==================== design 1
### Cells colored by class, design 1

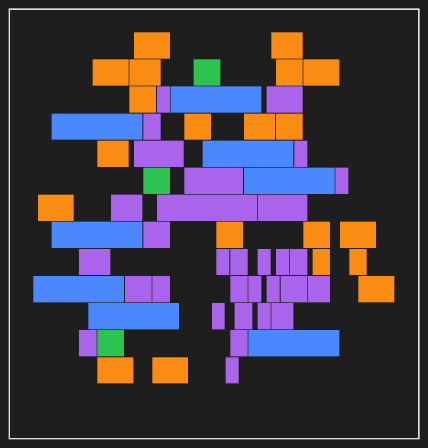

===== src/rtl/msfsm_pkg.sv =====
// Shared types and constants for the MSFSM gate controllers.
package msfsm_pkg;

  typedef enum logic [1:0] {
    IDLE_LO   = 2'd0,
    RISE_PEND = 2'd1,
    IDLE_HI   = 2'd2,
    FALL_PEND = 2'd3
  } state_t;

  localparam int FUNC_XOR  = 0;
  localparam int FUNC_AND  = 1;
  localparam int FUNC_OR   = 2;
  localparam int FUNC_C    = 3;

  localparam int ERR_CNT_W = 8;

  // Output level a state is committed to, or heading towards.
  function automatic logic state_level(input state_t s);
    return (s == IDLE_HI) || (s == RISE_PEND);
  endfunction

endpackage


===== src/rtl/msfsm_in_tracker.sv =====
// Per-input level tracking for dual-rail rise/fall events.
// Invalid events are dropped and reported through ev_err.
module msfsm_in_tracker #(
  parameter int              N_IN    = 2,
  parameter logic [N_IN-1:0] IN_INIT = '0
) (
  input  logic            clk,
  input  logic            reset,
  input  logic [N_IN-1:0] in_P,
  input  logic [N_IN-1:0] in_M,
  output logic [N_IN-1:0] lvl,
  output logic [N_IN-1:0] nxt_lvl,
  output logic            ev_err
);

  logic [N_IN-1:0] rise;
  logic [N_IN-1:0] fall;
  logic [N_IN-1:0] bad;

  always_comb begin
    rise    = in_P & ~in_M & ~lvl;
    fall    = in_M & ~in_P &  lvl;
    nxt_lvl = (lvl | rise) & ~fall;
    // Simultaneous rise+fall, or an event that repeats the current level.
    bad     = (in_P & in_M) | (in_P & lvl) | (in_M & ~lvl);
    ev_err  = |bad;
  end

  always_ff @(posedge clk or posedge reset) begin
    if (reset) lvl <= IN_INIT;
    else       lvl <= nxt_lvl;
  end

endmodule


===== src/rtl/msfsm_gate_mealy.sv =====
// N-input gate MSFSM controller with Mealy output events and ack handshake.
// Define MSFSM_ERR_CNT_EN to add the saturating err_cnt output.
module msfsm_gate_mealy
  import msfsm_pkg::*;
#(
  parameter int              N_IN     = 2,
  parameter int              FUNC     = FUNC_XOR,
  parameter logic [N_IN-1:0] IN_INIT  = '0,
  parameter logic            OUT_INIT = 1'b0
) (
  input  logic            clk,
  input  logic            reset,
  input  logic [N_IN-1:0] in_P,
  input  logic [N_IN-1:0] in_M,
  input  logic            out_ack,
  output logic            out_P,
  output logic            out_M,
  output logic            out_lvl,
  output logic [N_IN-1:0] in_lvl,
  output logic            busy,
  output logic            err_proto,
  output logic            err_hazard
`ifdef MSFSM_ERR_CNT_EN
  ,
  output logic [ERR_CNT_W-1:0] err_cnt
`endif
);

  state_t          state;
  logic [N_IN-1:0] nxt_lvl;
  logic            ev_err;
  logic            tgt;
  logic            ack_err;
  logic            hazard_now;
  logic            proto_now;

  msfsm_in_tracker #(
    .N_IN    (N_IN),
    .IN_INIT (IN_INIT)
  ) u_tracker (
    .clk     (clk),
    .reset   (reset),
    .in_P    (in_P),
    .in_M    (in_M),
    .lvl     (in_lvl),
    .nxt_lvl (nxt_lvl),
    .ev_err  (ev_err)
  );

  always_comb begin
    tgt = 1'b0;
    case (FUNC)
      FUNC_XOR: tgt = ^nxt_lvl;
      FUNC_AND: tgt = &nxt_lvl;
      FUNC_OR:  tgt = |nxt_lvl;
      default: begin
        // C-element holds the current state's level on mixed inputs.
        if (&nxt_lvl)       tgt = 1'b1;
        else if (~|nxt_lvl) tgt = 1'b0;
        else                tgt = state_level(state);
      end
    endcase
  end

  always_comb begin
    ack_err    = out_ack && (((state == IDLE_LO) && !tgt) || ((state == IDLE_HI) && tgt));
    hazard_now = ((state == RISE_PEND) && !tgt) || ((state == FALL_PEND) && tgt);
    proto_now  = ev_err || ack_err;
  end

  // Mealy requests, forced low while reset is held.
  assign out_P = !reset && (((state == IDLE_LO) && tgt) || (state == RISE_PEND));
  assign out_M = !reset && (((state == IDLE_HI) && !tgt) || (state == FALL_PEND));

  always_ff @(posedge clk or posedge reset) begin
    if (reset) begin
      state      <= OUT_INIT ? IDLE_HI : IDLE_LO;
      out_lvl    <= OUT_INIT;
      busy       <= 1'b0;
      err_proto  <= 1'b0;
      err_hazard <= 1'b0;
`ifdef MSFSM_ERR_CNT_EN
      err_cnt    <= '0;
`endif
    end else begin
      err_proto  <= err_proto  | proto_now;
      err_hazard <= err_hazard | hazard_now;
`ifdef MSFSM_ERR_CNT_EN
      if ((proto_now || hazard_now) && (err_cnt != '1)) err_cnt <= err_cnt + 1'b1;
`endif
      case (state)
        IDLE_LO: if (tgt) begin
          if (out_ack) begin
            state   <= IDLE_HI;
            out_lvl <= 1'b1;
          end else begin
            state   <= RISE_PEND;
            busy    <= 1'b1;
          end
        end
        RISE_PEND: if (out_ack) begin
          state   <= IDLE_HI;
          out_lvl <= 1'b1;
          busy    <= 1'b0;
        end
        IDLE_HI: if (!tgt) begin
          if (out_ack) begin
            state   <= IDLE_LO;
            out_lvl <= 1'b0;
          end else begin
            state   <= FALL_PEND;
            busy    <= 1'b1;
          end
        end
        FALL_PEND: if (out_ack) begin
          state   <= IDLE_LO;
          out_lvl <= 1'b0;
          busy    <= 1'b0;
        end
        default: state <= state;
      endcase
    end
  end

endmodule


===== config.mk =====
export PLATFORM = sky130hd
export DESIGN_NAME = msfsm_gate_mealy
export DESIGN_NICKNAME = d
export VERILOG_FILES = /design/src/rtl/msfsm_pkg.sv /design/src/rtl/msfsm_in_tracker.sv /design/src/rtl/msfsm_gate_mealy.sv
export SDC_FILE = /design/constraint.sdc
export NUM_CORES = 1
export LEC_CHECK = 0
export CORE_AREA = 2 2 39 41
export CTS_CLUSTER_DIAMETER = 80
export DETAILED_ROUTE_END_ITERATION = 12
export DIE_AREA = 0 0 41 43
export PLACE_DENSITY_LB_ADDON = 0.1
export SYNTH_ARGS = -nofsm -noshare
export SYNTH_HDL_FRONTEND = slang
export SYNTH_SLANG_ARGS = --single-unit

===== constraint.sdc =====
create_clock -name clk -period 1.9 [get_ports clk]
set_clock_uncertainty 0.15 [all_clocks]
set_input_delay 0.285 -clock clk [delete_from_list [all_inputs] [get_ports clk]]
set_output_delay 0.285 -clock clk [all_outputs]
set_load 0.01 [all_outputs]

==================== design 2
===== config.mk =====
export PLATFORM = sky130hd
export DESIGN_NAME = sliced_regfile
export DESIGN_NICKNAME = d
export VERILOG_FILES = /design/src/rtl/regfile_pkg.sv /design/src/rtl/regfile_clear_seq.sv /design/src/rtl/sliced_regfile.sv
export SDC_FILE = /design/constraint.sdc
export NUM_CORES = 1
export LEC_CHECK = 0
export ABC_CLOCK_PERIOD_IN_PS = 9100
export CAP_MARGIN = 20
export CORE_MARGIN = 1
export CORE_UTILIZATION = 40
export CTS_BUF_LIST = sky130_fd_sc_hd__clkbuf_8
export DETAILED_ROUTE_END_ITERATION = 7
export PLACE_DENSITY = 0.61
export SETUP_SLACK_MARGIN = 0.15
export SLEW_MARGIN = 20
export SYNTH_ARGS = -nofsm -noshare
export SYNTH_HDL_FRONTEND = slang
export SYNTH_SLANG_ARGS = --single-unit

===== constraint.sdc =====
create_clock -name clk -period 9.1 [get_ports clk]
set_input_delay 2.73 -clock clk [delete_from_list [all_inputs] [get_ports clk]]
set_output_delay 2.73 -clock clk [all_outputs]
set_load 0.01 [all_outputs]

===== src/rtl/regfile_pkg.sv =====
// Shared constants and state encoding for the slice-serial register file.
package regfile_pkg;

    localparam int unsigned DEF_NUM_REGS   = 16;
    localparam int unsigned DEF_SLICE_W    = 8;
    localparam int unsigned DEF_NUM_SLICES = 4;

    typedef enum logic {
        CLEAR = 1'b0,
        RUN   = 1'b1
    } state_e;

endpackage


===== src/rtl/regfile_clear_seq.sv =====
// Post-reset clear sweep: walks every storage entry once, then hands over to RUN.
module regfile_clear_seq
    import regfile_pkg::*;
#(
    parameter int unsigned NENT = DEF_NUM_REGS * DEF_NUM_SLICES,
    parameter int unsigned AW   = $clog2(NENT)
) (
    input  logic          clk,
    input  logic          rst,
    output logic          busy,
    output logic          clr_we,
    output logic [AW-1:0] clr_addr
);

    state_e        state;
    logic [AW-1:0] cnt;

    // Counter holds on the last entry so it never wraps inside CLEAR.
    always_ff @(posedge clk) begin
        if (rst) begin
            state <= CLEAR;
            cnt   <= '0;
        end else if (state == CLEAR) begin
            if (cnt == AW'(NENT - 1)) begin
                state <= RUN;
            end else begin
                cnt <= cnt + AW'(1);
            end
        end
    end

    assign busy     = (state == CLEAR);
    assign clr_we   = (state == CLEAR);
    assign clr_addr = cnt;

endmodule


===== src/rtl/sliced_regfile.sv =====
// Slice-serial register file: two registered read ports, one write port with
// same-cycle bypass, optional hard-wired zero register and a clear sweep after reset.
module sliced_regfile
    import regfile_pkg::*;
#(
    parameter int unsigned NUM_REGS   = DEF_NUM_REGS,
    parameter int unsigned SLICE_W    = DEF_SLICE_W,
    parameter int unsigned NUM_SLICES = DEF_NUM_SLICES,
    parameter bit          ZERO_REG   = 1'b1,
    localparam int unsigned RW   = $clog2(NUM_REGS),
    localparam int unsigned PW   = $clog2(NUM_SLICES),
    localparam int unsigned NENT = NUM_REGS * NUM_SLICES
) (
    input  logic               clk,
    input  logic               rst,
    input  logic [PW-1:0]      phase,
    input  logic [RW-1:0]      rs1,
    input  logic [RW-1:0]      rs2,
    input  logic [RW-1:0]      rd,
    input  logic               rd_we,
    input  logic [SLICE_W-1:0] rd_dat,
    output logic [SLICE_W-1:0] rs1_dat,
    output logic [SLICE_W-1:0] rs2_dat,
    output logic               busy
);

    localparam int unsigned AW = RW + PW;

    logic               clr_we;
    logic [AW-1:0]      clr_addr;
    logic [SLICE_W-1:0] mem [NENT];

    logic               user_we_c;
    logic               mem_we_c;
    logic [AW-1:0]      mem_addr_c;
    logic [SLICE_W-1:0] mem_wdat_c;
    logic [SLICE_W-1:0] rs1_nxt_c;
    logic [SLICE_W-1:0] rs2_nxt_c;

    regfile_clear_seq #(
        .NENT (NENT),
        .AW   (AW)
    ) u_clear_seq (
        .clk      (clk),
        .rst      (rst),
        .busy     (busy),
        .clr_we   (clr_we),
        .clr_addr (clr_addr)
    );

    // Sweep owns the write port while busy; reset blocks every write.
    always_comb begin
        user_we_c  = rd_we && !busy && !(ZERO_REG && (rd == '0));
        mem_we_c   = !rst && (clr_we || user_we_c);
        mem_addr_c = clr_we ? clr_addr : {rd, phase};
        mem_wdat_c = clr_we ? '0 : rd_dat;
    end

    always_ff @(posedge clk) begin
        if (mem_we_c) begin
            mem[mem_addr_c] <= mem_wdat_c;
        end
    end

    // Zero register overrides the bypass, which overrides the stored slice.
    always_comb begin
        rs1_nxt_c = mem[{rs1, phase}];
        rs2_nxt_c = mem[{rs2, phase}];
        if (user_we_c && (rd == rs1)) begin
            rs1_nxt_c = rd_dat;
        end
        if (user_we_c && (rd == rs2)) begin
            rs2_nxt_c = rd_dat;
        end
        if (ZERO_REG && (rs1 == '0)) begin
            rs1_nxt_c = '0;
        end
        if (ZERO_REG && (rs2 == '0)) begin
            rs2_nxt_c = '0;
        end
    end

    always_ff @(posedge clk) begin
        if (rst || busy) begin
            rs1_dat <= '0;
            rs2_dat <= '0;
        end else begin
            rs1_dat <= rs1_nxt_c;
            rs2_dat <= rs2_nxt_c;
        end
    end

endmodule


==================== design 3
**config.mk**
```make
export PLATFORM = sky130hd
export DESIGN_NAME = sdram_cmd_phy_agent
export DESIGN_NICKNAME = d
export VERILOG_FILES = /design/src/rtl/sdram_cmd_phy_agent.sv
export SDC_FILE = /design/constraint.sdc
export NUM_CORES = 1
export LEC_CHECK = 0
export ABC_AREA = 1
export CAP_MARGIN = 20
export CORE_MARGIN = 1
export CORE_UTILIZATION = 43
export DETAILED_ROUTE_END_ITERATION = 10
export PLACE_DENSITY_LB_ADDON = 0.3
export SETUP_SLACK_MARGIN = 0.15
export SYNTH_ARGS = -nofsm -noshare
export SYNTH_HDL_FRONTEND = slang
export SYNTH_SLANG_ARGS = --single-unit
```
**constraint.sdc**
```tcl
create_clock -name clk -period 1.5 [get_ports clk]
set_input_delay 0.15 -clock clk [delete_from_list [all_inputs] [get_ports clk]]
set_output_delay 0.15 -clock clk [all_outputs]
set_load 0.03 [all_outputs]
```
**src/rtl/sdram_cmd_phy_agent.sv**
```systemverilog
// SDRAM command PHY agent: decodes AXIS logical commands to registered SDRAM pin levels and
// back-pressures to enforce tRP/tRCD/tMRD/tRFC spacing. Bank-state legality checking is built under SDRAM_CMD_ILLEGAL_CHK_EN.
module sdram_cmd_phy_agent #(
  parameter real clk_period = 7.0,
  parameter real tRP        = 18.0,
  parameter real tRCD       = 18.0,
  parameter real tRFC       = 60.0,
  parameter int  tMRD_cyc   = 2
) (
  input  logic        clk,
  input  logic        rst_n,
  input  logic [15:0] s_axis_cmd_data,
  input  logic        s_axis_cmd_valid,
  output logic        s_axis_cmd_ready,
  output logic        sdram_cs_n,
  output logic        sdram_ras_n,
  output logic        sdram_cas_n,
  output logic        sdram_we_n,
  output logic [1:0]  sdram_ba,
  output logic [10:0] sdram_addr,
  output logic        cmd_issued,
  output logic        err_illegal_cmd
);

  typedef enum logic [2:0] {
    CMD_ACT = 3'b000,
    CMD_PRE = 3'b001,
    CMD_WR  = 3'b010,
    CMD_RD  = 3'b011,
    CMD_MRS = 3'b100,
    CMD_REF = 3'b101,
    CMD_BST = 3'b110,
    CMD_NOP = 3'b111
  } cmd_e;

  // ceil(t_ns / period), never less than one cycle
  function automatic int ns_to_cyc(input real t_ns, input real period);
    int c;
    c = $rtoi(t_ns / period);
    if ($itor(c) < t_ns / period) c = c + 1;
    return (c < 1) ? 1 : c;
  endfunction

  function automatic int max2(input int a, input int b);
    return (a > b) ? a : b;
  endfunction

  localparam int T_RP   = ns_to_cyc(tRP, clk_period);
  localparam int T_RCD  = ns_to_cyc(tRCD, clk_period);
  localparam int T_RFC  = ns_to_cyc(tRFC, clk_period);
  localparam int T_MRD  = (tMRD_cyc < 1) ? 1 : tMRD_cyc;
  localparam int T_MAX  = max2(max2(T_RP, T_RCD), max2(T_RFC, T_MRD));
  localparam int CNT_W  = $clog2(T_MAX + 1);

  localparam logic [3:0] PINS_NOP = 4'b0111;

  logic             rst_pending;
  logic [CNT_W-1:0] wait_cnt;

  cmd_e             cmd_p0;
  logic [1:0]       ba_p0;
  logic [10:0]      addr_p0;
  logic [3:0]       pins_p0;
  logic [CNT_W-1:0] tc_m1_p0;
  logic             vld_p0;
  logic             illegal_p0;

  assign cmd_p0           = cmd_e'(s_axis_cmd_data[2:0]);
  assign addr_p0          = s_axis_cmd_data[13:3];
  assign ba_p0            = s_axis_cmd_data[15:14];
  assign s_axis_cmd_ready = ~rst_pending & (wait_cnt == '0);
  assign vld_p0           = s_axis_cmd_valid & s_axis_cmd_ready;

  // Stage p0: decode the offered beat into pin levels and spacing
  always_comb begin
    pins_p0  = PINS_NOP;
    tc_m1_p0 = '0;
    unique case (cmd_p0)
      CMD_ACT: begin pins_p0 = 4'b0011; tc_m1_p0 = CNT_W'(T_RCD - 1); end
      CMD_PRE: begin pins_p0 = 4'b0010; tc_m1_p0 = CNT_W'(T_RP - 1);  end
      CMD_WR:  pins_p0 = 4'b0100;
      CMD_RD:  pins_p0 = 4'b0101;
      CMD_MRS: begin pins_p0 = 4'b0000; tc_m1_p0 = CNT_W'(T_MRD - 1); end
      CMD_REF: begin pins_p0 = 4'b0001; tc_m1_p0 = CNT_W'(T_RFC - 1); end
      CMD_BST: pins_p0 = 4'b0110;
      CMD_NOP: pins_p0 = PINS_NOP;
    endcase
  end

`ifdef SDRAM_CMD_ILLEGAL_CHK_EN
  logic [3:0] bank_open;

  always_comb begin
    illegal_p0 = 1'b0;
    case (cmd_p0)
      CMD_ACT:          illegal_p0 = bank_open[ba_p0];
      CMD_RD, CMD_WR:   illegal_p0 = ~bank_open[ba_p0];
      CMD_MRS, CMD_REF: illegal_p0 = |bank_open;
      default:          illegal_p0 = 1'b0;
    endcase
  end

  always_ff @(posedge clk) begin
    if (!rst_n) begin
      bank_open <= '0;
    end else if (vld_p0 && !illegal_p0) begin
      if (cmd_p0 == CMD_ACT) begin
        bank_open[ba_p0] <= 1'b1;
      end else if (cmd_p0 == CMD_PRE) begin
        // A10 high means precharge-all
        if (addr_p0[10]) bank_open <= '0;
        else             bank_open[ba_p0] <= 1'b0;
      end
    end
  end
`else
  assign illegal_p0 = 1'b0;
`endif

  // Stage p1: registered pins, spacing counter and status pulses
  always_ff @(posedge clk) begin
    if (!rst_n) begin
      rst_pending     <= 1'b1;
      wait_cnt        <= '0;
      {sdram_cs_n, sdram_ras_n, sdram_cas_n, sdram_we_n} <= PINS_NOP;
      sdram_ba        <= '0;
      sdram_addr      <= '0;
      cmd_issued      <= 1'b0;
      err_illegal_cmd <= 1'b0;
    end else begin
      rst_pending     <= 1'b0;
      {sdram_cs_n, sdram_ras_n, sdram_cas_n, sdram_we_n} <= PINS_NOP;
      cmd_issued      <= 1'b0;
      err_illegal_cmd <= 1'b0;
      if (vld_p0 && illegal_p0) begin
        err_illegal_cmd <= 1'b1;
      end else if (vld_p0) begin
        wait_cnt <= tc_m1_p0;
        if (cmd_p0 != CMD_NOP) begin
          {sdram_cs_n, sdram_ras_n, sdram_cas_n, sdram_we_n} <= pins_p0;
          sdram_ba   <= ba_p0;
          sdram_addr <= addr_p0;
          cmd_issued <= 1'b1;
        end
      end else if (wait_cnt != '0) begin
        wait_cnt <= wait_cnt - CNT_W'(1);
      end
    end
  end

endmodule

```
### Nets reached from selected ports, design 1

Bar = 10 um.
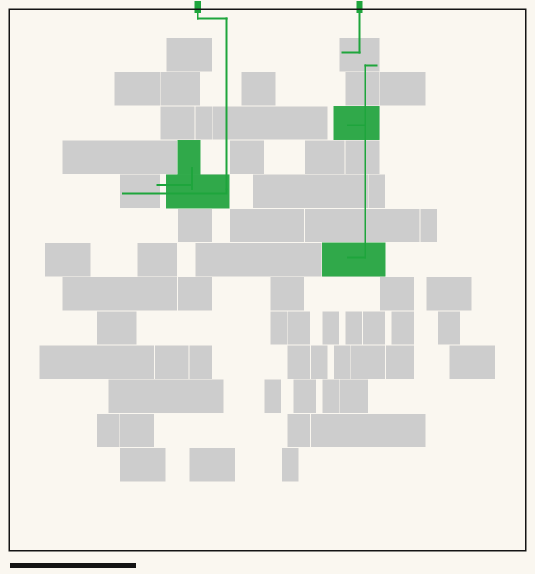
color	port	bits	direction	end cells	buffers	wire
green	in_P	2	input	4	2	53.2 um

About 'Cells colored by class' of design 1:
color	class	cells
purple	combinational and other logic	31
green	clock drivers	3
blue	sequential cells	8
orange	remaining buffers and delay cells	20

==> results.txt, design 1 <==
Figures from the flow reports.

Setup path:
- The run gives the arrival time of data at the critical path endpoint as 1570 ps.
- Walking the critical path from launch to capture passes 5 cell instances.
- The run puts the sum of buffers and inverters on the critical path at 1.
- The run gives the worst-case reg-to-reg path depth as 5.

Status:
- The final reports fail on negative setup slack.
- The flow ran to the end, but the final reports show violations.

Clock tree:
- Buffers added to address setup during post-CTS repair amount to 1.

Pwr:
- Looking at the group totals, the largest power group turns out to be combinational cells.
- The run puts the maximum vdd drop at 0.474 mV.
- The run puts the switching share of total power at 34.1%.

Final layout:
- The run gives the number of clock buffers in the layout as 3.
- The run gives the logic share of the area as 31.3%.

Yosys:
- In this run the mean area of a mapped cell was 10.7 um2.

STA:
- The run puts the final critical-path setup slack at -105 ps.
- The run gives the count of final setup violators as 2.

Floorplan:
- During tapcell insertion the tool placed 16 well taps.
- The run gives the effective utilization at floorplan as 30.0%.

Flow run:
- The stage logs contain a warning count of 28.
## design 1: logic make-up after synthesis
logic type | share of synthesized area (%)
adder cells (fa/ha/maj) | 6.63
buffers and inverters | 4.52
multiplexers | 2.41
AND-OR/OR-AND | 15.7
flip-flops | 48.2
AND/OR/NAND/NOR | 12.0
XOR/XNOR | 10.5
## design 1: through the flow
stage,util [%],cells
CTS,44.8,77
global route,45.4,78
finish,45.4,78
floorplan,-,39
global placement,43.8,73
detailed placement,43.8,73
## design 1: sequential cells by signal (all words and copies together), names as in the netlist
register       cells
err_hazard         1
busy               1
state              2
out_lvl            1
u_tracker.lvl      2
err_proto          1
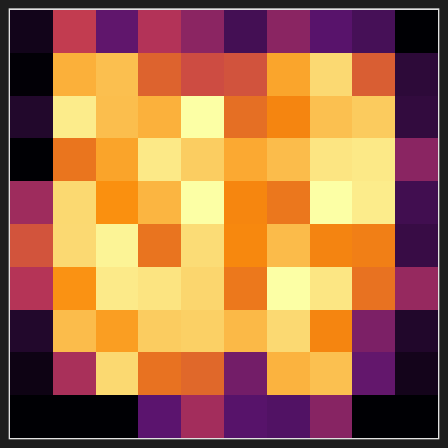
*Cell area per tile, design 3*
The die is cut into 10 by 10 equal tiles; black is low, pale yellow is high, 0 to 100% covered.
tiles over 75% full	42%
nearly empty tiles	8.0%
fullest tile	100%
densest ninth of the die	center
mean over tiles	58%

==> results.txt, design 3 <==
Figures from the flow reports.

Pwr:
- The flow reports power dissipated in the clock network as 0.444 mW.
- The run puts the total internal power at 1.55 mW.

Global route:
- Overall routing resource usage recorded by global route was 18.6%.
- In this run the most used layer during global routing was met2.
- The run puts the largest net degree at the start of global routing at 17.
- The run gives the met2 track demand over resource in global routing as 33.8%.

Flow run:
- Summing over the stages, the warning tally comes to 29.
- The run gives the max-cap check violation count as 0.

Status:
- The run finished with clean final reports.

Setup path:
- The run puts the flop-to-flop setup slack at 200 ps.
- The run gives the data required time at the worst endpoint as 1350 ps.
- The run gives the end point of the critical path as s_axis_cmd_ready.

STA:
- The most critical hold endpoint after final layout shows a slack of 484 ps.

Yosys:
- The run gives the main flop type as dfxtp_1.

Drt:
- The run gives the routed via count divided by cell count as 4.88.
- The detailed router reports a met2 wire length of 1.28 mm.
- Per the detail_route log, the uppermost layer with routed signals is met4.
- The run puts the detailed-routing iteration count for the pre-antenna-repair pass at 5.

Final layout:
- Ranked by flip-flop count, first place goes to sdram_addr.
- The run puts the number of diodes added for antenna fixing at 0.

Clock tree:
- TritonCTS built the clock tree.
-- design 3: area by class of cell --
cell class / count / area (um2)
Clock buffer: 3 / 22.5
Clock inverter: 1 / 30.0
Fill cell: 198 / 688
Timing Repair Buffer: 44 / 443
Inverter: 13 / 56.3
Multi-Input combinational cell: 96 / 515
Tap cell: 28 / 35.0
Sequential cell: 22 / 443
-- design 3: per-stage QoR --
stage          worst slack, ps  power [mW]
2_1_floorplan              175        1.61
3_3_place_gp               114        1.88
3_5_place_dp              58.0        1.91
4_1_cts                   74.7        2.42
5_1_grt                    128        2.75
6_report                   175        2.56
### Cells colored by class, design 2

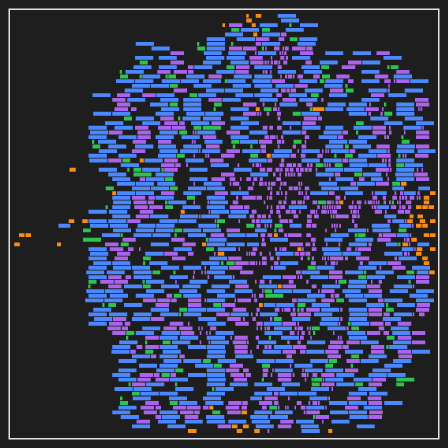
color	class	cells
orange	remaining buffers and delay cells	58
purple	combinational and other logic	750
green	clock drivers and dummy loads	160
blue	sequential cells	535

==> results.txt, design 2 <==
Figures from the flow reports.

Status:
- The run finished, with violations left.
- The checks that failed: design-rule violations.

Place:
- The run puts the worst setup timing slack at the placement stage at 2420 ps.
- After legalization and detailed placement, the total HPWL measured 42.1 mm.

Global route:
- The first global-routing pass estimated 97.6 mm of wire.

Setup path:
- The most critical setup path has its endpoint at rs1_dat[0]$_SDFF_PP0_.
- Looking at the reg2reg group, the worst path ends at rs2_dat[0]$_SDFF_PP0_.
- The run gives the worst-case reg-to-reg path depth as 6.
- The run puts the sum of buffers and inverters on the critical path at 2.
- The run gives the flop-to-flop setup slack as 5030 ps.

Clock tree:
- The run gives the total number of H-tree levels as 3.
- The run gives the maximum buffer depth of the clock tree as 3.
- The run gives the clock input transition at the sequential cells of the worst setup and hold paths as 60 ps.
- The run gives the number of buffers created by CTS as 88.
- The run puts the quantity of hold-fixing buffers added after cts at 0.
- The run puts the total of cells resized after clock tree synthesis at 0.

Floorplan:
- The run gives the number of placement rows as 90.
- For this design the top-level I/O count stands at 42.
- The run gives the die height as 250 um.

Worst hold path:
- Counting instances, the worst hold path has a depth of 2.

STA:
- On the final layout, the worst hold slack is 517 ps.
- The worst path uses 66.6% of the clock period.

Drt:
- In the log, the iteration count for the first detailed-route pass is 8.
- For this block, wires on met1 add up to 28.5 mm.
- The run gives the number of DRC violations after detailed routing as 4.

Final layout:
- The run puts the number of diodes added for antenna fixing at 1.
- The run puts the clock buffer and inverter area fraction after layout at 6.23%.
- The run gives the final non-filler cell area as 0.0273 mm2.
- The run gives the proportion of cell area occupied by registers as 58.1%.
- At the end of the flow, the number of nets in the layout was 1459.
- The run puts the logic share of the area at 29.8%.

Yosys:
- The run puts the count of different cell masters after synthesis at 57.
- The run gives the area fraction of the dominant cell type after synthesis as 62.7%.
- The stat command in Yosys gives a chip area of 0.0245 mm2.
- The run puts the post-synthesis sequential area ratio at 64.6%.
- For reference, the top cells by count after synthesis are 512 x edfxtp_1, 219 x mux4_2, 130 x nand2_1.
- The run gives the area of the mapped netlist as 0.0245 mm2.
- After synthesis, the cell types taking the most area are edfxtp_1 63%, mux4_2 20%, mux2i_1 2.7%.
- Looking at the gate-level netlist, the highest instance count belongs to edfxtp_1.

Pwr:
- The analysis reports a worst IR drop on VDD of 0.0839 mV.
==> design 2: layer usage <==
layer,up-vias,global-route usage [%]
met5,-,0
met4,0,8.17
met3,122,4.65
met2,743,31.8
met1,7454,31.5
li1,5840,-
==> design 2: power breakdown <==
group	internal [mW]	switching, mW
Combinational	0.143	0.195
Clock	1.09	0.972
Sequential	2.67	0.00458
==> design 2: flip-flops by register name, indices dropped and copies added (netlist names) <==
| register | flops |
|---|---|
| mem | 512 |
| u_clear_seq.clr_addr | 6 |
| u_clear_seq.state | 1 |
| rs1_dat | 8 |
| rs2_dat | 8 |

==> screenshots <==
Drive-strength map.
shot_01.png
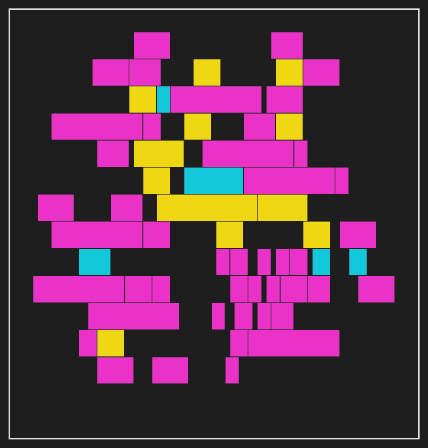
shot_02.png
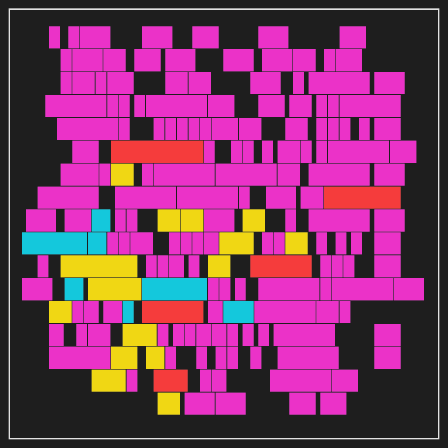
shot_03.png
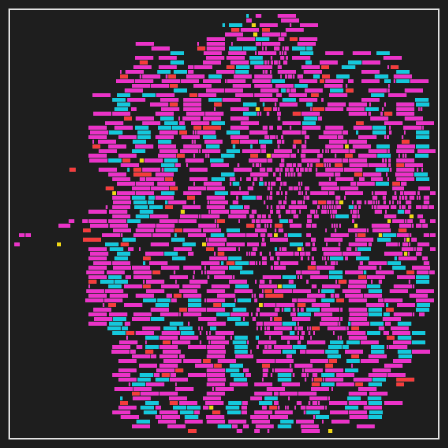
- shot_03.png = design 2
- shot_01.png = design 1
- shot_02.png = design 3
The one with the fewest cells is shot_01.png.
The one with the most cells is shot_03.png.



==> screenshots <==
Congestion heat map.
Plate I
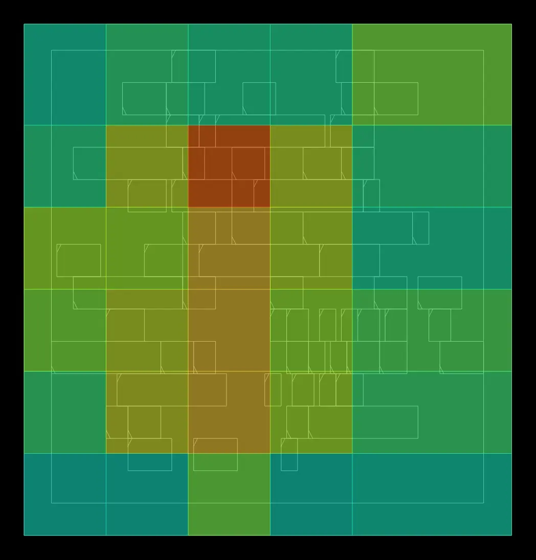
Plate II
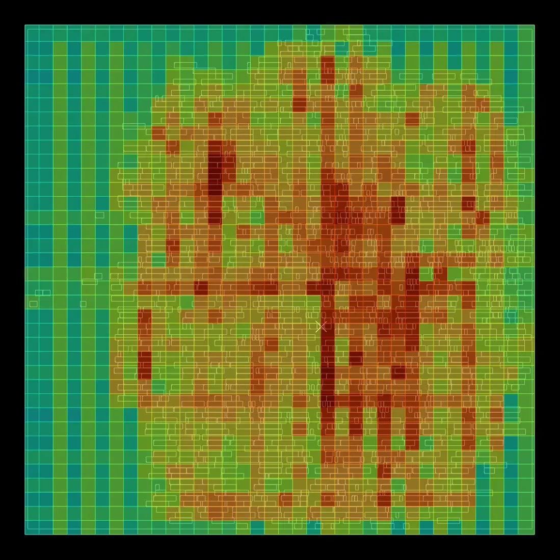
Plate III
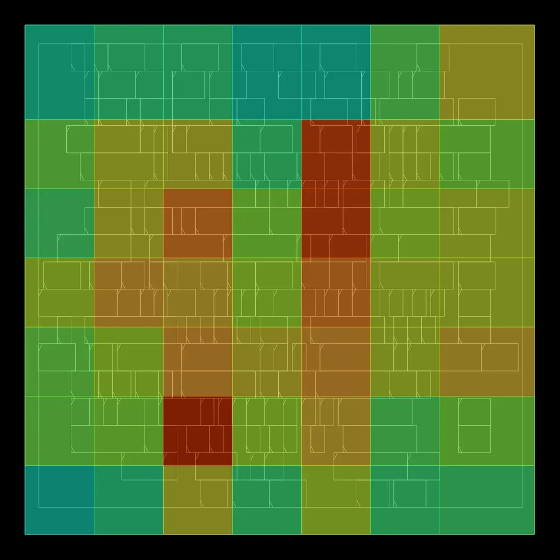
design 1: Plate I
design 3: Plate III
design 2: Plate II
The one with the most wire per cell is Plate II.

No activity file was given, so power comes from the tool's default toggle rates.
